=== block 1 ===
### Sequential cells grouped by signal name, block 1

Drawn at 4 px/um. Other sequential cells in the stronger gray, the rest of the logic in the fainter gray.
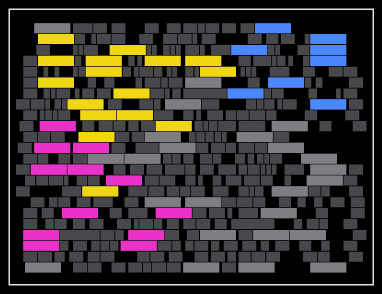

$ cat src/rtl/alu_exec_seq.sv
// alu_exec_seq
// Sequencer that accepts one ALU request at a time, presents its operands to
// an external multi-cycle execution datapath for an opcode-dependent number
// of cycles, captures the datapath result, and holds it until the consumer
// takes it.
//
// Ports
//   clk, rst_n                 : rising-edge clock, asynchronous active-low reset
//   in_valid / in_ready        : request handshake (accepted when both high)
//   opcode, op_a, op_b         : request opcode (000 illegal) and 12-bit operands
//   exu_op, exu_a, exu_b       : operands presented to the datapath during EXEC
//   exu_res, exu_flag          : datapath result and overflow flag
//   res_valid / res_ready      : result handshake
//   result, ovf, err           : captured result, overflow, illegal-opcode error
//   ops_done                   : count of completed result handshakes (wraps)

module alu_exec_seq #(
  parameter int LAT_INT = 1,
  parameter int LAT_MUL = 3,
  parameter int LAT_FP  = 4
) (
  input  logic        clk,
  input  logic        rst_n,
  input  logic        in_valid,
  output logic        in_ready,
  input  logic [2:0]  opcode,
  input  logic [11:0] op_a,
  input  logic [11:0] op_b,
  output logic [2:0]  exu_op,
  output logic [11:0] exu_a,
  output logic [11:0] exu_b,
  input  logic [15:0] exu_res,
  input  logic        exu_flag,
  output logic        res_valid,
  input  logic        res_ready,
  output logic [15:0] result,
  output logic        ovf,
  output logic        err,
  output logic [7:0]  ops_done
);

  localparam logic [2:0] OP_ILLEGAL = 3'b000;
  localparam logic [2:0] OP_ADD     = 3'b001;
  localparam logic [2:0] OP_SUB     = 3'b010;
  localparam logic [2:0] OP_UMUL    = 3'b011;
  localparam logic [2:0] OP_SMUL    = 3'b100;
  localparam logic [2:0] OP_FADD    = 3'b101;
  localparam logic [2:0] OP_FMUL    = 3'b110;
  localparam logic [2:0] OP_CMP     = 3'b111;

  // The counter is loaded with LAT-1 so that the capture edge lands exactly
  // LAT edges after the accepting edge.
  localparam logic [2:0] CNT_INT = 3'(LAT_INT - 1);
  localparam logic [2:0] CNT_MUL = 3'(LAT_MUL - 1);
  localparam logic [2:0] CNT_FP  = 3'(LAT_FP - 1);

  typedef enum logic [1:0] {
    IDLE = 2'b00,
    EXEC = 2'b01,
    HOLD = 2'b10
  } state_t;

  state_t      state;
  state_t      state_nxt;
  logic [2:0]  cnt;
  logic [2:0]  cnt_nxt;
  logic [2:0]  exu_op_nxt;
  logic [11:0] exu_a_nxt;
  logic [11:0] exu_b_nxt;
  logic [15:0] result_nxt;
  logic        ovf_nxt;
  logic        err_nxt;
  logic [7:0]  ops_done_nxt;
  logic        in_ready_nxt;
  logic        res_valid_nxt;

  function automatic logic [2:0] cnt_load(input logic [2:0] op);
    case (op)
      OP_UMUL, OP_SMUL: cnt_load = CNT_MUL;
      OP_FADD, OP_FMUL: cnt_load = CNT_FP;
      default:          cnt_load = CNT_INT;
    endcase
  endfunction

  // Integer-class results are 8 bits wide, float-class 12, multiplies 16.
  function automatic logic [15:0] mask_result(input logic [2:0]  op,
                                              input logic [15:0] res);
    case (op)
      OP_ADD, OP_SUB, OP_CMP: mask_result = {8'h00, res[7:0]};
      OP_FADD, OP_FMUL:       mask_result = {4'h0, res[11:0]};
      default:                mask_result = res;
    endcase
  endfunction

  // Only the multiplies and fmul can overflow; the flag is ignored otherwise.
  function automatic logic ovf_select(input logic [2:0] op,
                                      input logic       flag);
    case (op)
      OP_UMUL, OP_SMUL, OP_FMUL: ovf_select = flag;
      default:                   ovf_select = 1'b0;
    endcase
  endfunction

  // State register and all registered outputs
  always_ff @(posedge clk or negedge rst_n) begin
    if (!rst_n) begin
      state     <= IDLE;
      cnt       <= 3'd0;
      exu_op    <= OP_ILLEGAL;
      exu_a     <= 12'd0;
      exu_b     <= 12'd0;
      result    <= 16'd0;
      ovf       <= 1'b0;
      err       <= 1'b0;
      ops_done  <= 8'd0;
      in_ready  <= 1'b0;
      res_valid <= 1'b0;
    end else begin
      state     <= state_nxt;
      cnt       <= cnt_nxt;
      exu_op    <= exu_op_nxt;
      exu_a     <= exu_a_nxt;
      exu_b     <= exu_b_nxt;
      result    <= result_nxt;
      ovf       <= ovf_nxt;
      err       <= err_nxt;
      ops_done  <= ops_done_nxt;
      in_ready  <= in_ready_nxt;
      res_valid <= res_valid_nxt;
    end
  end

  // Next-state and next-output logic
  always_comb begin
    state_nxt    = state;
    cnt_nxt      = cnt;
    exu_op_nxt   = exu_op;
    exu_a_nxt    = exu_a;
    exu_b_nxt    = exu_b;
    result_nxt   = result;
    ovf_nxt      = ovf;
    err_nxt      = err;
    ops_done_nxt = ops_done;

    case (state)
      IDLE: begin
        if (in_valid) begin
          if (opcode == OP_ILLEGAL) begin
            // Illegal requests never touch the datapath.
            state_nxt  = HOLD;
            result_nxt = 16'd0;
            ovf_nxt    = 1'b0;
            err_nxt    = 1'b1;
          end else begin
            state_nxt  = EXEC;
            cnt_nxt    = cnt_load(opcode);
            exu_op_nxt = opcode;
            exu_a_nxt  = op_a;
            exu_b_nxt  = op_b;
          end
        end
      end

      EXEC: begin
        if (cnt == 3'd0) begin
          state_nxt  = HOLD;
          result_nxt = mask_result(exu_op, exu_res);
          ovf_nxt    = ovf_select(exu_op, exu_flag);
          err_nxt    = 1'b0;
          exu_op_nxt = OP_ILLEGAL;
          exu_a_nxt  = 12'd0;
          exu_b_nxt  = 12'd0;
        end else begin
          cnt_nxt = cnt - 3'd1;
        end
      end

      HOLD: begin
        if (res_ready) begin
          state_nxt    = IDLE;
          ops_done_nxt = ops_done + 8'd1;
        end
      end

      default: begin
        state_nxt  = IDLE;
        cnt_nxt    = 3'd0;
        exu_op_nxt = OP_ILLEGAL;
        exu_a_nxt  = 12'd0;
        exu_b_nxt  = 12'd0;
      end
    endcase

    // Handshake flags are registered copies of the next state so that
    // in_ready stays low during reset and rises on the first edge after it.
    in_ready_nxt  = (state_nxt == IDLE);
    res_valid_nxt = (state_nxt == HOLD);
  end

endmodule

$ cat config.mk
export PLATFORM = sky130hd
export DESIGN_NAME = alu_exec_seq
export DESIGN_NICKNAME = d
export VERILOG_FILES = /design/src/rtl/alu_exec_seq.sv
export SDC_FILE = /design/constraint.sdc
export NUM_CORES = 1
export LEC_CHECK = 0
export CORE_ASPECT_RATIO = 0.75
export CORE_UTILIZATION = 48
export DETAILED_ROUTE_END_ITERATION = 8
export GPL_ROUTABILITY_DRIVEN = 1
export GPL_TIMING_DRIVEN = 0
export PLACE_DENSITY = 0.87
export SLEW_MARGIN = 20
export SYNTH_ARGS = -nofsm -noshare
export SYNTH_HDL_FRONTEND = slang
export SYNTH_SLANG_ARGS = --single-unit
$ cat constraint.sdc
create_clock -name clk -period 3.5 [get_ports clk]
set_clock_uncertainty 0.1 [all_clocks]
set_input_delay 0.7 -clock clk [delete_from_list [all_inputs] [get_ports clk]]
set_output_delay 0.7 -clock clk [all_outputs]
set_load 0.03 [all_outputs]
=== block 2 ===
**src/rtl/mmio_uart_if.sv**
```systemverilog
// CPU-side memory-mapped bus for the UART: address select, strobes and data words.
interface mmio_uart_if;
    logic        sel;
    logic        write;
    logic        read;
    logic [15:0] dataIn;
    logic [15:0] dataOut;

    modport master (output sel, output write, output read, output dataIn, input dataOut);
    modport slave  (input sel, input write, input read, input dataIn, output dataOut);
endinterface

```
**src/rtl/mmio_uart.sv**
```systemverilog
// Memory-mapped 8N1 UART: TX FIFO + serializer, synchronized RX deserializer, status/data read word.
// Optional interrupt output enabled by defining MMIO_UART_IRQ_EN.
module mmio_uart #(
    parameter int CLKS_PER_BIT = 104,
    parameter int TX_DEPTH     = 8
) (
    input  logic        CLK,
    input  logic        RST_N,
    mmio_uart_if.slave  bus,
    output logic        tx,
    input  logic        rx
`ifdef MMIO_UART_IRQ_EN
    ,
    output logic        irq
`endif
);

    localparam int AW = $clog2(TX_DEPTH);
    localparam int CW = $clog2(CLKS_PER_BIT);
    localparam logic [CW-1:0] CNT_FULL = CW'(CLKS_PER_BIT - 1);
    localparam logic [CW-1:0] CNT_HALF = CW'(CLKS_PER_BIT / 2 - 1);

    localparam logic [1:0] S_IDLE  = 2'd0;
    localparam logic [1:0] S_START = 2'd1;
    localparam logic [1:0] S_DATA  = 2'd2;
    localparam logic [1:0] S_STOP  = 2'd3;

    logic [7:0]    fifo_mem [TX_DEPTH];
    logic [AW:0]   wr_ptr, rd_ptr;
    logic          fifo_full, fifo_empty;
    logic          wr_req, push, tx_pop, rx_pop;

    logic [1:0]    tx_state;
    logic [CW-1:0] tx_cnt;
    logic [2:0]    tx_bit;
    logic [7:0]    tx_shift;

    logic          rx_s1, rx_s2;
    logic [1:0]    rx_state;
    logic [CW-1:0] rx_cnt;
    logic [2:0]    rx_bit;
    logic [7:0]    rx_shift;
    logic          rx_done_ok, rx_done_bad;

    logic [7:0]    rx_byte;
    logic          rx_valid, overrun, frame_err;
    logic          unused_hi;

    assign unused_hi  = ^bus.dataIn[15:8];

    // Extra pointer MSB distinguishes full from empty when the index bits match.
    assign fifo_empty = (wr_ptr == rd_ptr);
    assign fifo_full  = (wr_ptr[AW] != rd_ptr[AW]) && (wr_ptr[AW-1:0] == rd_ptr[AW-1:0]);

    assign wr_req = bus.sel && bus.write;
    assign push   = wr_req && !fifo_full;
    assign rx_pop = bus.sel && bus.read && !bus.write;
    assign tx_pop = !fifo_empty &&
                    ((tx_state == S_IDLE) || (tx_state == S_STOP && tx_cnt == '0));

    assign bus.dataOut = {rx_valid, fifo_full, fifo_empty, overrun, frame_err, 3'b000, rx_byte};

    always_ff @(posedge CLK or negedge RST_N) begin
        if (!RST_N) begin
            wr_ptr <= '0;
            rd_ptr <= '0;
        end else begin
            if (push)   wr_ptr <= wr_ptr + 1'b1;
            if (tx_pop) rd_ptr <= rd_ptr + 1'b1;
        end
    end

    always_ff @(posedge CLK) begin
        if (push) fifo_mem[wr_ptr[AW-1:0]] <= bus.dataIn[7:0];
    end

    always_ff @(posedge CLK) begin
        if (tx_pop)
            tx_shift <= fifo_mem[rd_ptr[AW-1:0]];
        else if (tx_state == S_DATA && tx_cnt == '0)
            tx_shift <= {1'b0, tx_shift[7:1]};
    end

    // tx is registered from the current state, so the line lags the FSM by one edge.
    always_ff @(posedge CLK or negedge RST_N) begin
        if (!RST_N) begin
            tx_state <= S_IDLE;
            tx_cnt   <= '0;
            tx_bit   <= '0;
            tx       <= 1'b1;
        end else begin
            tx <= (tx_state == S_START) ? 1'b0 :
                  (tx_state == S_DATA)  ? tx_shift[0] : 1'b1;
            case (tx_state)
                S_IDLE: begin
                    if (tx_pop) begin
                        tx_state <= S_START;
                        tx_cnt   <= CNT_FULL;
                    end
                end
                S_START: begin
                    if (tx_cnt == '0) begin
                        tx_state <= S_DATA;
                        tx_cnt   <= CNT_FULL;
                        tx_bit   <= '0;
                    end else begin
                        tx_cnt <= tx_cnt - 1'b1;
                    end
                end
                S_DATA: begin
                    if (tx_cnt == '0) begin
                        tx_cnt <= CNT_FULL;
                        if (tx_bit == 3'd7) tx_state <= S_STOP;
                        else                tx_bit   <= tx_bit + 3'd1;
                    end else begin
                        tx_cnt <= tx_cnt - 1'b1;
                    end
                end
                default: begin
                    if (tx_cnt == '0) begin
                        tx_cnt   <= CNT_FULL;
                        tx_state <= tx_pop ? S_START : S_IDLE;
                    end else begin
                        tx_cnt <= tx_cnt - 1'b1;
                    end
                end
            endcase
        end
    end

    assign rx_done_ok  = (rx_state == S_STOP) && (rx_cnt == '0) &&  rx_s2;
    assign rx_done_bad = (rx_state == S_STOP) && (rx_cnt == '0) && !rx_s2;

    always_ff @(posedge CLK) begin
        if (rx_state == S_DATA && rx_cnt == '0) rx_shift <= {rx_s2, rx_shift[7:1]};
    end

    always_ff @(posedge CLK or negedge RST_N) begin
        if (!RST_N) begin
            rx_s1    <= 1'b1;
            rx_s2    <= 1'b1;
            rx_state <= S_IDLE;
            rx_cnt   <= '0;
            rx_bit   <= '0;
        end else begin
            rx_s1 <= rx;
            rx_s2 <= rx_s1;
            case (rx_state)
                S_IDLE: begin
                    if (!rx_s2) begin
                        rx_state <= S_START;
                        rx_cnt   <= CNT_HALF;
                    end
                end
                S_START: begin
                    // Re-check at mid start bit; a high line here was only a glitch.
                    if (rx_cnt == '0) begin
                        rx_state <= rx_s2 ? S_IDLE : S_DATA;
                        rx_cnt   <= CNT_FULL;
                        rx_bit   <= '0;
                    end else begin
                        rx_cnt <= rx_cnt - 1'b1;
                    end
                end
                S_DATA: begin
                    if (rx_cnt == '0) begin
                        rx_cnt <= CNT_FULL;
                        if (rx_bit == 3'd7) rx_state <= S_STOP;
                        else                rx_bit   <= rx_bit + 3'd1;
                    end else begin
                        rx_cnt <= rx_cnt - 1'b1;
                    end
                end
                default: begin
                    if (rx_cnt == '0) rx_state <= S_IDLE;
                    else              rx_cnt   <= rx_cnt - 1'b1;
                end
            endcase
        end
    end

    // A byte landing on the same edge as a pop wins over the clear and is not an overrun.
    always_ff @(posedge CLK or negedge RST_N) begin
        if (!RST_N) begin
            rx_byte   <= '0;
            rx_valid  <= 1'b0;
            overrun   <= 1'b0;
            frame_err <= 1'b0;
        end else begin
            if (rx_pop) begin
                rx_valid  <= 1'b0;
                overrun   <= 1'b0;
                frame_err <= 1'b0;
            end
            if (rx_done_ok) begin
                rx_byte  <= rx_shift;
                rx_valid <= 1'b1;
                if (rx_valid && !rx_pop) overrun <= 1'b1;
            end
            if (rx_done_bad) frame_err <= 1'b1;
        end
    end

`ifdef MMIO_UART_IRQ_EN
    logic tx_empty_edge;
    logic fifo_last;

    assign fifo_last = ((wr_ptr - rd_ptr) == {{AW{1'b0}}, 1'b1});

    always_ff @(posedge CLK or negedge RST_N) begin
        if (!RST_N) begin
            tx_empty_edge <= 1'b0;
            irq           <= 1'b0;
        end else begin
            if (wr_req)
                tx_empty_edge <= 1'b0;
            else if (tx_pop && !push && fifo_last)
                tx_empty_edge <= 1'b1;
            irq <= rx_valid | overrun | frame_err | tx_empty_edge;
        end
    end
`endif

endmodule

```
**src/flat_wrapper.sv**
```systemverilog
// flat-port wrapper written by rule: the top's interface ports become plain ports
module mmio_uart_flat 
#(
    parameter int CLKS_PER_BIT = 104,
    parameter int TX_DEPTH     = 8
)
  (CLK, RST_N, tx, rx, bus_sel, bus_write, bus_read, bus_dataIn, bus_dataOut);
  mmio_uart_if bus_i ();
  input  logic CLK;
  input  logic RST_N;
  output logic tx;
  input  logic rx;
  input wire logic [$bits(bus_i.sel)-1:0] bus_sel;
  input wire logic [$bits(bus_i.write)-1:0] bus_write;
  input wire logic [$bits(bus_i.read)-1:0] bus_read;
  input wire logic [$bits(bus_i.dataIn)-1:0] bus_dataIn;
  output wire logic [$bits(bus_i.dataOut)-1:0] bus_dataOut;
  assign bus_i.sel = bus_sel;
  assign bus_i.write = bus_write;
  assign bus_i.read = bus_read;
  assign bus_i.dataIn = bus_dataIn;
  assign bus_dataOut = bus_i.dataOut;
  mmio_uart #(.CLKS_PER_BIT(CLKS_PER_BIT), .TX_DEPTH(TX_DEPTH)) u_core (.CLK(CLK), .RST_N(RST_N), .bus(bus_i), .tx(tx), .rx(rx));
endmodule
```
**config.mk**
```make
export PLATFORM = sky130hd
export DESIGN_NAME = mmio_uart_flat
export DESIGN_NICKNAME = d
export VERILOG_FILES = /design/src/rtl/mmio_uart_if.sv /design/src/rtl/mmio_uart.sv /design/src/flat_wrapper.sv
export SDC_FILE = /design/constraint.sdc
export NUM_CORES = 1
export LEC_CHECK = 0
export CELL_PAD_IN_SITES_DETAIL_PLACEMENT = 1
export CELL_PAD_IN_SITES_GLOBAL_PLACEMENT = 2
export CORE_AREA = 2 2 118 120
export DETAILED_ROUTE_END_ITERATION = 12
export DIE_AREA = 0 0 120 122
export GPL_TIMING_DRIVEN = 0
export HOLD_SLACK_MARGIN = 0.08
export PLACE_DENSITY_LB_ADDON = 0.1
export SKIP_CTS_REPAIR_TIMING = 1
export SYNTH_ARGS = -nofsm -noshare
export SYNTH_HDL_FRONTEND = slang
export SYNTH_SLANG_ARGS = --single-unit
```
**constraint.sdc**
```tcl
create_clock -name CLK -period 4.3 [get_ports CLK]
set_clock_uncertainty 0.05 [all_clocks]
set_input_delay 0.86 -clock CLK [delete_from_list [all_inputs] [get_ports CLK]]
set_output_delay 0.86 -clock CLK [all_outputs]
set_load 0.01 [all_outputs]
```
=== block 3 ===
[src/rtl/bcd_rr_arbiter_pkg.sv]
// Shared constants, state encoding and pointer helper for the decimal round-robin arbiter.
package bcd_arb_pkg;

  localparam int MAX_N = 10;
  localparam int BCD_W = 4;

  typedef enum logic [1:0] {
    IDLE  = 2'd0,
    GRANT = 2'd1
  } arb_state_e;

  // Next search start after releasing owner; wraps to 0 past the last active requester.
  function automatic logic [BCD_W-1:0] next_ptr(input logic [BCD_W-1:0] owner, input int n_req);
    return (int'(owner) >= n_req - 1) ? '0 : owner + 4'd1;
  endfunction

endpackage

[src/rtl/bcd_rr_arbiter_rr_pick10.sv]
// Combinational rotating-priority picker: first set request at or after ptr, wrapping at N_REQ.
module rr_pick10
  import bcd_arb_pkg::*;
#(
  parameter int N_REQ = MAX_N
) (
  input  logic [MAX_N-1:0] req,
  input  logic [BCD_W-1:0] ptr,
  output logic [MAX_N-1:0] pick_oh,
  output logic [BCD_W-1:0] pick_bcd,
  output logic             pick_any
);

  logic [BCD_W:0]   sum;
  logic [BCD_W-1:0] idx;

  always_comb begin
    pick_oh  = '0;
    pick_bcd = '0;
    pick_any = 1'b0;
    sum      = '0;
    idx      = '0;
    for (int k = 0; k < N_REQ; k++) begin
      sum = {1'b0, ptr} + 5'(k);
      if (sum >= 5'(N_REQ)) sum = sum - 5'(N_REQ);
      idx = sum[BCD_W-1:0];
      if (!pick_any && req[idx]) begin
        pick_any     = 1'b1;
        pick_oh[idx] = 1'b1;
        pick_bcd     = idx;
      end
    end
  end

endmodule

[src/rtl/bcd_rr_arbiter.sv]
// Round-robin arbiter for up to ten requesters; grant is held until done, request drop
// or hold timeout, with one idle cycle between consecutive grants.
module bcd_rr_arbiter
  import bcd_arb_pkg::*;
#(
  parameter int N_REQ    = 10,
  parameter int MAX_HOLD = 8
) (
  input  logic             clk,
  input  logic             rst,
  input  logic [MAX_N-1:0] req,
  input  logic             done,
  output logic [MAX_N-1:0] gnt,
  output logic [BCD_W-1:0] gnt_bcd,
  output logic             gnt_valid
);

  localparam int HOLD_W = (MAX_HOLD < 1) ? 1 : $clog2(MAX_HOLD + 1);
  localparam logic [HOLD_W-1:0] HOLD_MAX = HOLD_W'(MAX_HOLD);

  arb_state_e        state_reg;
  logic [BCD_W-1:0]  ptr_reg;
  logic [HOLD_W-1:0] hold_cnt_reg;
  logic [MAX_N-1:0]  gnt_reg;
  logic [BCD_W-1:0]  gnt_bcd_reg;
  logic              gnt_valid_reg;

  logic [MAX_N-1:0]  req_masked;
  logic [MAX_N-1:0]  pick_oh;
  logic [BCD_W-1:0]  pick_bcd;
  logic              pick_any;
  logic              release_now;

  // Requesters at or above N_REQ never participate.
  for (genvar gi = 0; gi < MAX_N; gi++) begin : g_mask
    if (gi < N_REQ) begin : g_on
      assign req_masked[gi] = req[gi];
    end else begin : g_off
      assign req_masked[gi] = 1'b0;
    end
  end

  rr_pick10 #(.N_REQ(N_REQ)) u_pick (
    .req      (req_masked),
    .ptr      (ptr_reg),
    .pick_oh  (pick_oh),
    .pick_bcd (pick_bcd),
    .pick_any (pick_any)
  );

  assign release_now = done
                    || !req_masked[gnt_bcd_reg]
                    || ((MAX_HOLD != 0) && (hold_cnt_reg == HOLD_MAX));

  always_ff @(posedge clk) begin
    if (rst) begin
      state_reg     <= IDLE;
      ptr_reg       <= '0;
      hold_cnt_reg  <= '0;
      gnt_reg       <= '0;
      gnt_bcd_reg   <= '0;
      gnt_valid_reg <= 1'b0;
    end else begin
      case (state_reg)
        IDLE: begin
          if (pick_any) begin
            gnt_reg       <= pick_oh;
            gnt_bcd_reg   <= pick_bcd;
            gnt_valid_reg <= 1'b1;
            hold_cnt_reg  <= HOLD_W'(1);
            state_reg     <= GRANT;
          end
        end
        GRANT: begin
          if (release_now) begin
            gnt_reg       <= '0;
            gnt_bcd_reg   <= '0;
            gnt_valid_reg <= 1'b0;
            hold_cnt_reg  <= '0;
            ptr_reg       <= next_ptr(gnt_bcd_reg, N_REQ);
            state_reg     <= IDLE;
          end else if (hold_cnt_reg != '1) begin
            hold_cnt_reg  <= hold_cnt_reg + HOLD_W'(1);
          end
        end
        default: begin
          gnt_reg       <= '0;
          gnt_bcd_reg   <= '0;
          gnt_valid_reg <= 1'b0;
          hold_cnt_reg  <= '0;
          state_reg     <= IDLE;
        end
      endcase
    end
  end

  assign gnt       = gnt_reg;
  assign gnt_bcd   = gnt_bcd_reg;
  assign gnt_valid = gnt_valid_reg;

endmodule

[config.mk]
export PLATFORM = sky130hd
export DESIGN_NAME = bcd_rr_arbiter
export DESIGN_NICKNAME = d
export VERILOG_FILES = /design/src/rtl/bcd_rr_arbiter_pkg.sv /design/src/rtl/bcd_rr_arbiter_rr_pick10.sv /design/src/rtl/bcd_rr_arbiter.sv
export SDC_FILE = /design/constraint.sdc
export NUM_CORES = 1
export LEC_CHECK = 0
export ABC_AREA = 1
export CAP_MARGIN = 10
export CORE_MARGIN = 5
export CORE_UTILIZATION = 50
export CTS_CLUSTER_DIAMETER = 50
export DETAILED_ROUTE_END_ITERATION = 7
export PLACE_DENSITY = 0.81
export SLEW_MARGIN = 0
export SYNTH_ARGS = -nofsm -noshare
export SYNTH_HDL_FRONTEND = slang
export SYNTH_SLANG_ARGS = --single-unit
export TNS_END_PERCENT = 5
[constraint.sdc]
create_clock -name clk -period 5.45 [get_ports clk]
set_input_delay 0.8175 -clock clk [delete_from_list [all_inputs] [get_ports clk]]
set_output_delay 0.8175 -clock clk [all_outputs]
set_load 0.1 [all_outputs]
=== block 4 ===
## config.mk

```make
export PLATFORM = sky130hd
export DESIGN_NAME = stack_unit_flat
export DESIGN_NICKNAME = d
export VERILOG_FILES = /design/src/rtl/stack_unit_pkg.sv /design/src/rtl/stack_unit_if.sv /design/src/rtl/stack_unit_regfile.sv /design/src/rtl/stack_unit.sv /design/src/flat_wrapper.sv
export SDC_FILE = /design/constraint.sdc
export NUM_CORES = 1
export LEC_CHECK = 0
export CORE_ASPECT_RATIO = 0.7
export CORE_UTILIZATION = 30
export CTS_CLUSTER_SIZE = 16
export DETAILED_ROUTE_END_ITERATION = 7
export GPL_TIMING_DRIVEN = 0
export PLACE_DENSITY_LB_ADDON = 0.3
export SLEW_MARGIN = 20
export SYNTH_ARGS = -nofsm -noshare
export SYNTH_HDL_FRONTEND = slang
export SYNTH_SLANG_ARGS = --single-unit
```

## constraint.sdc

```tcl
create_clock -name clk -period 3.74 [get_ports clk]
set_input_delay 1.122 -clock clk [delete_from_list [all_inputs] [get_ports clk]]
set_output_delay 1.122 -clock clk [all_outputs]
set_load 0.02 [all_outputs]
```

## src/rtl/stack_unit_pkg.sv

```systemverilog
// Shared definitions for the operand stack: default geometry, the per-cycle
// operation encoding and the strobe decoder used by the stack and its users.
package stack_unit_pkg;

  localparam int WORD_W_DEF = 8;
  localparam int DEPTH_DEF  = 16;

  // What the stack does in a given cycle; there is no multi-cycle state.
  typedef enum logic [2:0] {
    OP_IDLE,
    OP_PUSH,
    OP_POP,
    OP_PEEK,
    OP_REPLACE
  } stack_op_e;

  // Map the controller strobes plus current status onto one operation.
  // Error side effects (ovf/unf) are derived separately from the raw strobes.
  function automatic stack_op_e decode_op(input logic push,
                                          input logic pop,
                                          input logic tos,
                                          input logic empty,
                                          input logic full);
    stack_op_e op;
    op = OP_IDLE;
    if (push && pop) begin
      // Replace top; on an empty stack the push still goes through.
      op = empty ? OP_PUSH : OP_REPLACE;
    end else if (pop) begin
      // tos alongside pop is just a pop.
      op = empty ? OP_IDLE : OP_POP;
    end else if (push) begin
      // A rejected push with tos still shows the existing top.
      if (full) op = tos ? OP_PEEK : OP_IDLE;
      else      op = OP_PUSH;
    end else if (tos) begin
      op = OP_PEEK;
    end
    return op;
  endfunction

endpackage

```

## src/rtl/stack_unit_if.sv

```systemverilog
// Controller-to-stack bundle: strobes and push data one way, read data and
// status the other way.
interface stack_unit_if
  import stack_unit_pkg::*;
#(
  parameter int WORD_W = WORD_W_DEF,
  parameter int DEPTH  = DEPTH_DEF
);
  localparam int PTR_W = $clog2(DEPTH) + 1;

  logic              push;
  logic              pop;
  logic              tos;
  logic [WORD_W-1:0] din;
  logic              err_clr;
  logic [WORD_W-1:0] dout;
  logic              top_zero;
  logic [PTR_W-1:0]  count;
  logic              empty;
  logic              full;
  logic              ovf;
  logic              unf;

  modport master (
    output push, pop, tos, din, err_clr,
    input  dout, top_zero, count, empty, full, ovf, unf
  );

  modport slave (
    input  push, pop, tos, din, err_clr,
    output dout, top_zero, count, empty, full, ovf, unf
  );
endinterface

```

## src/rtl/stack_unit_regfile.sv

```systemverilog
// Stack storage: one register per entry, single synchronous write port and a
// combinational read port. Contents are deliberately not reset.
module stack_unit_regfile #(
  parameter int WORD_W = 8,
  parameter int DEPTH  = 16,
  localparam int ADDR_W = $clog2(DEPTH)
) (
  input  logic              clk,
  input  logic              we,
  input  logic [ADDR_W-1:0] wr_addr,
  input  logic [WORD_W-1:0] wr_data,
  input  logic [ADDR_W-1:0] rd_addr,
  output logic [WORD_W-1:0] rd_data
);

  logic [WORD_W-1:0] rows [DEPTH];

  generate
    for (genvar gi = 0; gi < DEPTH; gi++) begin : g_entry
      logic [WORD_W-1:0] entry_reg;

      // Capture write data when this entry is addressed.
      always_ff @(posedge clk) begin
        if (we && wr_addr == ADDR_W'(gi)) entry_reg <= wr_data;
      end

      assign rows[gi] = entry_reg;
    end
  endgenerate

  assign rd_data = rows[rd_addr];

endmodule

```

## src/rtl/stack_unit.sv

```systemverilog
// Operand stack for the stack-machine datapath: decodes the controller's
// push/pop/tos strobes, keeps the entry count, the registered read word and
// the sticky overflow/underflow flags.
module stack_unit
  import stack_unit_pkg::*;
#(
  parameter int WORD_W = WORD_W_DEF,
  parameter int DEPTH  = DEPTH_DEF
) (
  input  logic         clk,
  input  logic         rst,
  stack_unit_if.slave  bus
);

  localparam int PTR_W  = $clog2(DEPTH) + 1;
  localparam int ADDR_W = $clog2(DEPTH);

  logic [PTR_W-1:0]  count_reg, count_next;
  logic [WORD_W-1:0] dout_reg, dout_next;
  logic              ovf_reg, ovf_next;
  logic              unf_reg, unf_next;

  logic              empty;
  logic              full;
  stack_op_e         op;
  logic [ADDR_W-1:0] top_addr;
  logic [WORD_W-1:0] rd_data;
  logic              wr_en;
  logic [ADDR_W-1:0] wr_addr;

  assign empty = (count_reg == '0);
  assign full  = (count_reg == PTR_W'(DEPTH));
  assign op    = decode_op(bus.push, bus.pop, bus.tos, empty, full);

  // Low address bits minus one: wraps to DEPTH-1 when the stack is full.
  assign top_addr = count_reg[ADDR_W-1:0] - ADDR_W'(1);

  stack_unit_regfile #(
    .WORD_W (WORD_W),
    .DEPTH  (DEPTH)
  ) u_regfile (
    .clk     (clk),
    .we      (wr_en),
    .wr_addr (wr_addr),
    .wr_data (bus.din),
    .rd_addr (top_addr),
    .rd_data (rd_data)
  );

  // Next-state for count, read word, storage write and sticky flags.
  always_comb begin
    count_next = count_reg;
    dout_next  = dout_reg;
    wr_en      = 1'b0;
    wr_addr    = top_addr;
    case (op)
      OP_PUSH: begin
        wr_en      = 1'b1;
        wr_addr    = count_reg[ADDR_W-1:0];
        count_next = count_reg + PTR_W'(1);
        // A peek issued with a lone push returns the word being pushed.
        if (bus.tos && !bus.pop) dout_next = bus.din;
      end
      OP_POP: begin
        dout_next  = rd_data;
        count_next = count_reg - PTR_W'(1);
      end
      OP_PEEK: begin
        dout_next = empty ? '0 : rd_data;
      end
      OP_REPLACE: begin
        dout_next = rd_data;
        wr_en     = 1'b1;
      end
      default: ;
    endcase
    // A fresh error in the same cycle as err_clr keeps the flag set.
    ovf_next = (bus.push && !bus.pop && full) || (ovf_reg && !bus.err_clr);
    unf_next = (bus.pop && empty) || (unf_reg && !bus.err_clr);
  end

  // State registers; reset overrides every strobe.
  always_ff @(posedge clk) begin
    if (rst) begin
      count_reg <= '0;
      dout_reg  <= '0;
      ovf_reg   <= 1'b0;
      unf_reg   <= 1'b0;
    end else begin
      count_reg <= count_next;
      dout_reg  <= dout_next;
      ovf_reg   <= ovf_next;
      unf_reg   <= unf_next;
    end
  end

  assign bus.dout     = dout_reg;
  assign bus.count    = count_reg;
  assign bus.empty    = empty;
  assign bus.full     = full;
  assign bus.ovf      = ovf_reg;
  assign bus.unf      = unf_reg;
  assign bus.top_zero = !empty && (rd_data == '0);

endmodule

```

## src/flat_wrapper.sv

```systemverilog
// flat-port wrapper written by rule: the top's interface ports become plain ports
module stack_unit_flat import stack_unit_pkg::*;
#(
  parameter int WORD_W = WORD_W_DEF,
  parameter int DEPTH  = DEPTH_DEF
)
  (clk, rst, bus_push, bus_pop, bus_tos, bus_din, bus_err_clr, bus_dout, bus_top_zero, bus_count, bus_empty, bus_full, bus_ovf, bus_unf);
  stack_unit_if #(.WORD_W(WORD_W), .DEPTH(DEPTH)) bus_i ();
  input  logic clk;
  input  logic rst;
  input wire logic [$bits(bus_i.push)-1:0] bus_push;
  input wire logic [$bits(bus_i.pop)-1:0] bus_pop;
  input wire logic [$bits(bus_i.tos)-1:0] bus_tos;
  input wire logic [$bits(bus_i.din)-1:0] bus_din;
  input wire logic [$bits(bus_i.err_clr)-1:0] bus_err_clr;
  output wire logic [$bits(bus_i.dout)-1:0] bus_dout;
  output wire logic [$bits(bus_i.top_zero)-1:0] bus_top_zero;
  output wire logic [$bits(bus_i.count)-1:0] bus_count;
  output wire logic [$bits(bus_i.empty)-1:0] bus_empty;
  output wire logic [$bits(bus_i.full)-1:0] bus_full;
  output wire logic [$bits(bus_i.ovf)-1:0] bus_ovf;
  output wire logic [$bits(bus_i.unf)-1:0] bus_unf;
  assign bus_i.push = bus_push;
  assign bus_i.pop = bus_pop;
  assign bus_i.tos = bus_tos;
  assign bus_i.din = bus_din;
  assign bus_i.err_clr = bus_err_clr;
  assign bus_dout = bus_i.dout;
  assign bus_top_zero = bus_i.top_zero;
  assign bus_count = bus_i.count;
  assign bus_empty = bus_i.empty;
  assign bus_full = bus_i.full;
  assign bus_ovf = bus_i.ovf;
  assign bus_unf = bus_i.unf;
  stack_unit #(.WORD_W(WORD_W), .DEPTH(DEPTH)) u_core (.clk(clk), .rst(rst), .bus(bus_i));
endmodule
```

### Sequential cells grouped by signal name, block 4

Drawn at 3 px/um. Other sequential cells in the stronger gray, the rest of the logic in the fainter gray.
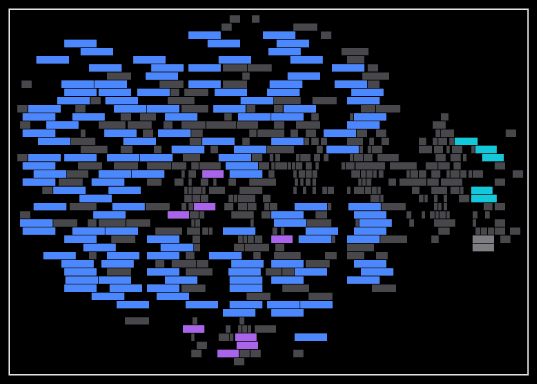
purple -> `u_core.bus.dout`  # flops 8
cyan -> `u_core.bus.count`  # flops 5, where east
blue -> `u_core.u_regfile.g_entry.entry_reg`  # flops 128

### Wiring by layer, block 4

Drawn at 3 px/um. Two of the layers only.
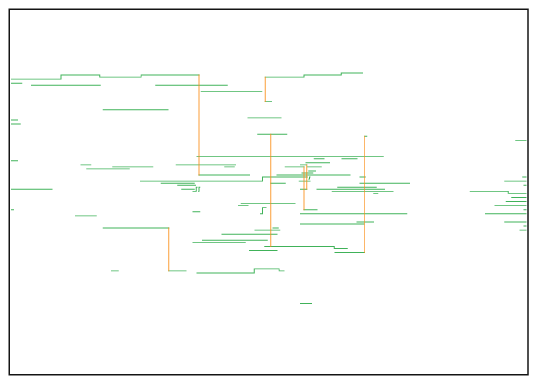
orange -> M4  # wire length 154 um
green -> M3  # wire length 956 um

==> results.txt, block 4 <==
fresh numbers from the pnr run: max layer used=met4, Clock buf/inv share=0.0740, FF-to-FF Start=u_core.bus.count[0]$_SDFFE_PP0P_, failing checks=negative setup slack, cell mode on critical path=buf_12, CP delay by family, top=buffers and inverters, Routed Antenna Nets=0, wire per inst=21.0 um, mux frac, synth=0.142, distinct lib cells=49, CP startpoint=u_core.bus.count[0]$_SDFFE_PP0P_, RR Endpoint=u_core.u_regfile.g_entry[0].entry_reg[5]$_DFFE_PP_, Final TNS setup=-463 ps, Critical path destination=bus_top_zero, # clk buffers=17, Final WS setup=-463 ps, sequential cells=143, Clock Tree Buf Depth=2, Most Crowded Layer GR=met2, Comb area share=0.255, Non-clock buffers=66, worst rel slew slack=0.213, Final Skew=16.1 ps, post_cts resized=32, Vias/cell=5.09, cycle use final=1.12, Final nets=458, Worst VDD drop=0.000380 V, Comb gates=201, global route overflow=0, Log Warnings=30, register share after synthesis=0.679, logic area=1980 um^2, crit-path max FO=5, Placed Instances=670, Signal inverters=9, Initial Util=0.307, MaxCap Viol Count=0, Leak=0.00256 uW, initial antenna violation count=0, # rows=43, Post-Syn Nets=390, Post-synth ARST share=0, H-tree depth=4, P per Cell Area=1020 nW/um^2, CTS tree=done, I/O pin count=32, core area=19900 um^2, Biggest Area Class=sequential cells, kind of critical path=flop to output pin, GR Util met2=0.228, XORs/XNORs by Area=0.0131, die area=20900 um^2, hold crit path type=flop to flop, cts hold-fix bufs=0, met1 usage=0.226, Registers, synthesis=143, Setup-failing EPs final=1, Layout area overhead=27.2%, run status=finished with violations, crit-path max cell delay=370 ps, Max Slew Vio Count=0, Critical Path AT=3080 ps
[block 4: layout by cell type, fill, tap and decap left out, types with 12 or more instances in the layout]
master / netlist / routed
dfxtp_1: 15 / 13
a21oi_1: 12 / 12
mux2i_1: 21 / 13
edfxtp_1: 128 / 128
clkbuf_16: 0 / 18
nor2_1: 42 / 37
mux4_2: 26 / 27
nand2_1: 12 / 12
buf_4: 3 / 18
clkdlybuf4s50_1: 0 / 28
[block 4: where the power goes]
part / switching (uW) / total (uW) / internal [uW]
Sequential: 116 / 2150 / 2030
Combinational: 2200 / 4130 / 1930
Clock: 737 / 1620 / 883
Total: 3050 / 7910 / 4850
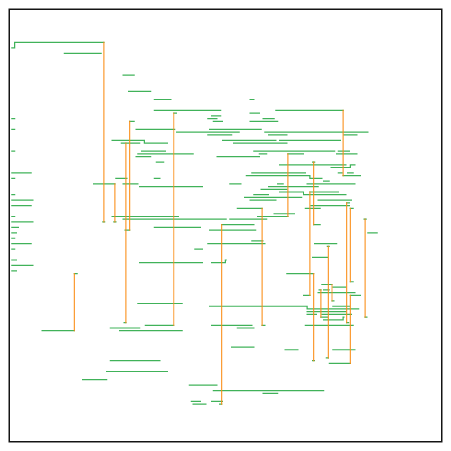
*Wiring by layer, block 3*
Drawn at 4 px/um. Two of the layers only.
green -> M3  # wire length 980 um
orange -> M4  # wire length 492 um

==> results.txt, block 3 <==
fresh numbers from the pnr run: run status=finished, final reports clean, Detailed Route WL=14900 um, Top cell area share=0.185, Signal inverters=117, crit-path max cell delay=670 ps, # clock sinks=23, top cells, area=nand2_1, nand3_1, nor2_1, post_cts resized=0, Leak=0.00243 uW, clock period minus worst slack=4520 ps, largest net degree at the start of global routing=37, Layout area overhead=7.91%, Comb gates=735, kind of critical path=flop to flop, worst rel slew slack=0.338, slowest cell on the critical path=dfxtp_2, Startpoint Class=flop, initial antenna violation count=0, WL met1=6590 um, PortBufs=27, Critical Path AT=4710 ps, Final TNS setup=0 ps, register share of total power=0.096, mux frac, synth=0, global-route wire length before repair=24800 um, DRT Pass-1 Iters=5, Synth Flop Type=dfxtp_1, crit path cell chain=inv_4, ha_1, clkinv_1, ha_1, nand2_1, nand2_2, nand2_2, nand2_1, nand2_2, nand2_1, nand3_1, nand3_2, nor2_4, nand4_1, nor2_2, nand4_1, nor2_2, nand4_1, nand2_1, nand2_1, a21oi_1, Vias/cell=5.62, die area=11600 um^2, Sw Pwr=1890 uW, Max Slew Vio Count=0, CP Data Required Time=5640 ps
block 3: stage by stage:
step	cells	area, um^2
floorplan	896	4770
global placement	1035	5110
detailed placement	1035	5110
CTS	1039	5150
global route	1039	5150
finish	1039	5150
block 3: power groups by stage:
stage	Clock, uW	Sequential [uW]	Combinational, uW
2_1_floorplan	0	446	1630
4_1_cts	109	266	2340
6_report	109	266	2400
5_1_grt	117	274	2650
3_5_place_dp	0	269	2330
3_3_place_gp	0	269	2330
block 3: worst min-delay path, cell delays in order, from the launching register on:
cell and delay [ps]:
dfxtp_1 320, nand3_1 70, a21oi_1 60
### The metal 3 layer, block 1

Drawn at 4 px/um.
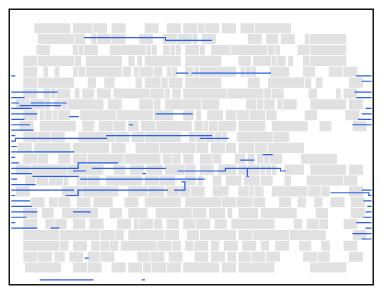
main direction = horizontal
share of all routed wire = 6.5%
longest straight run = 30.8 um

About 'Sequential cells grouped by signal name' of block 1:
magenta -> `exu_b`  # flops 12
blue -> `ops_done`  # flops 8, where north-east
yellow -> `result`  # flops 16
not colored = 24

==> results.txt, block 1 <==
fresh numbers from the pnr run: run status=finished, final reports clean, DRT Pass-1 Iters=4, Comb gates=167, Leak=0.00191 uW, Log Warnings=27, Clock buf/inv share=0.0517, cts hold-fix bufs=0, number of global-route vias before repair=2448, Top cell area share=0.531, max reg flops=16, Flop area=1500 um^2, Setup-failing EPs final=0, P_clk=683 uW, CP delay by family, top=buffers and inverters, cell count after synthesis=249, P per Cell Area=881 nW/um^2, crit end category=output pin, ys cells=249
-- block 1: worst max path at each step --
stage | depth (start not counted) | to | slack (ps)
final | 1 | exu_op[0] | 1150
after floorplan | 5 | exu_a[10]$_DFFE_PN0P_ | 1590
after CTS | 1 | exu_op[0] | 1140
after detailed placement | 6 | exu_b[9]$_DFFE_PN0P_ | 910
after global routing | 1 | exu_op[0] | 1110
after global placement | 1 | ops_done[4]$_DFFE_PN0P_ | -250
-- block 1: metal layers --
layer  track usage  part of all wire
met1         0.322              0.42
met2         0.445              0.50
met3        0.0733             0.065
met4         0.117             0.017
met5             0                 0
### Wiring by layer, block 2

Drawn at 4 px/um. Two of the layers only.
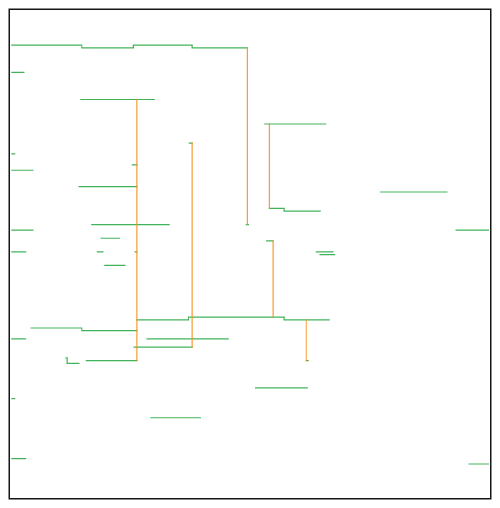
green -> M3  # wire length 373 um
orange -> M4  # wire length 211 um

==> results.txt, block 2 <==
fresh numbers from the pnr run: Detailed Route WL=12000 um, CP startpoint=u_core.wr_ptr[1]$_DFFE_PN0P_, routability cong.=0.717, crit-path max FO=10, Flop area=3560 um^2, Layout area overhead=19.8%, GR Util met2=0.290, sequential cells=126, met3 Use GR=0.0449, largest net degree at the start of global routing=28, Reg2Reg Setup Slack=1620 ps, die boundary height=122 um, Comb group=1270 uW, core area=13500 um^2, run status=finished, final reports clean
[block 2: registers in the layout, indices dropped and copies added, names as in the netlist]
register and cells:
u_core.fifo_mem 64, u_core.frame_err 1, u_core.overrun 1, u_core.rd_ptr 4, u_core.rx_bit 3, u_core.rx_byte 8, u_core.rx_cnt 7, u_core.rx_s1 1
u_core.rx_s2 1, u_core.rx_shift 8, u_core.rx_state 2, u_core.rx_valid 1, u_core.tx 1, u_core.tx_bit 3, u_core.tx_cnt 7, u_core.tx_shift 8
u_core.tx_state 2, u_core.wr_ptr 4


==> screenshots <==
M1 wires.
panel A
Drawn at 6 px/um. Supply wires on this layer in gray.
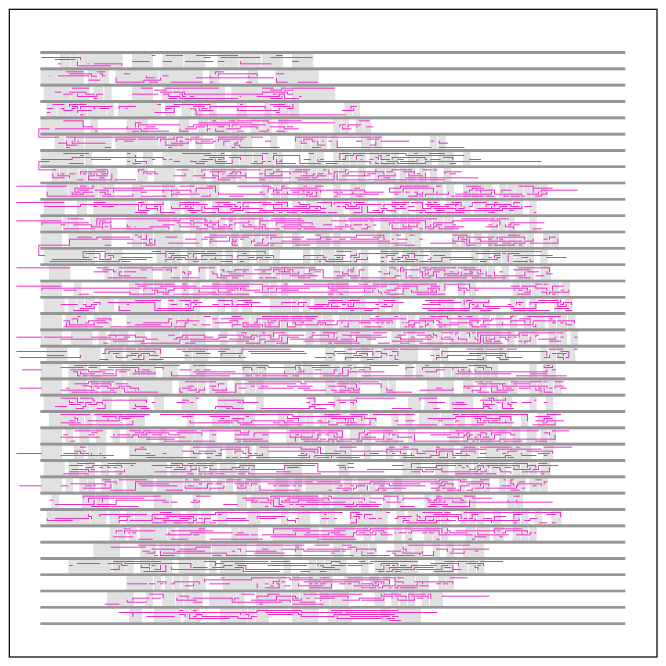
panel B
Drawn at 4 px/um. Supply wires on this layer in gray.
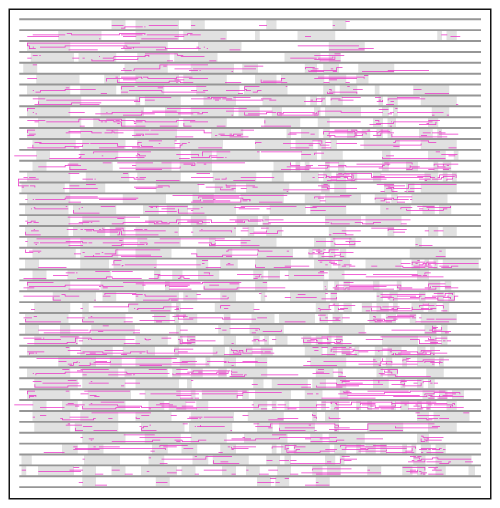
panel C
Drawn at 6 px/um. Supply wires on this layer in gray.
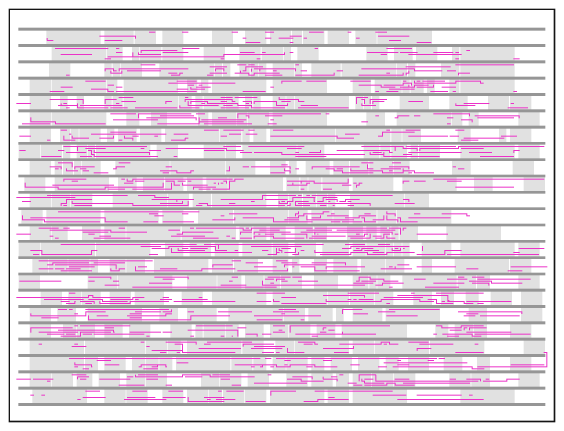
panel D
Drawn at 3 px/um. Supply wires on this layer in gray.
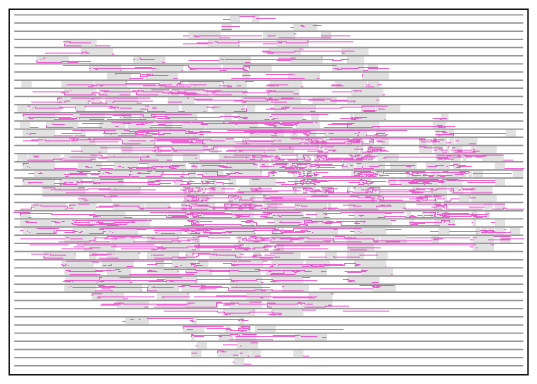
The one with the smallest die is panel C.
The one with the largest die is panel D.
| from | picture |
|---|---|
| block 4 | panel D |
| block 3 | panel A |
| block 2 | panel B |
| block 1 | panel C |

Power figures rest on the tool's default switching activity, not on a simulated workload.
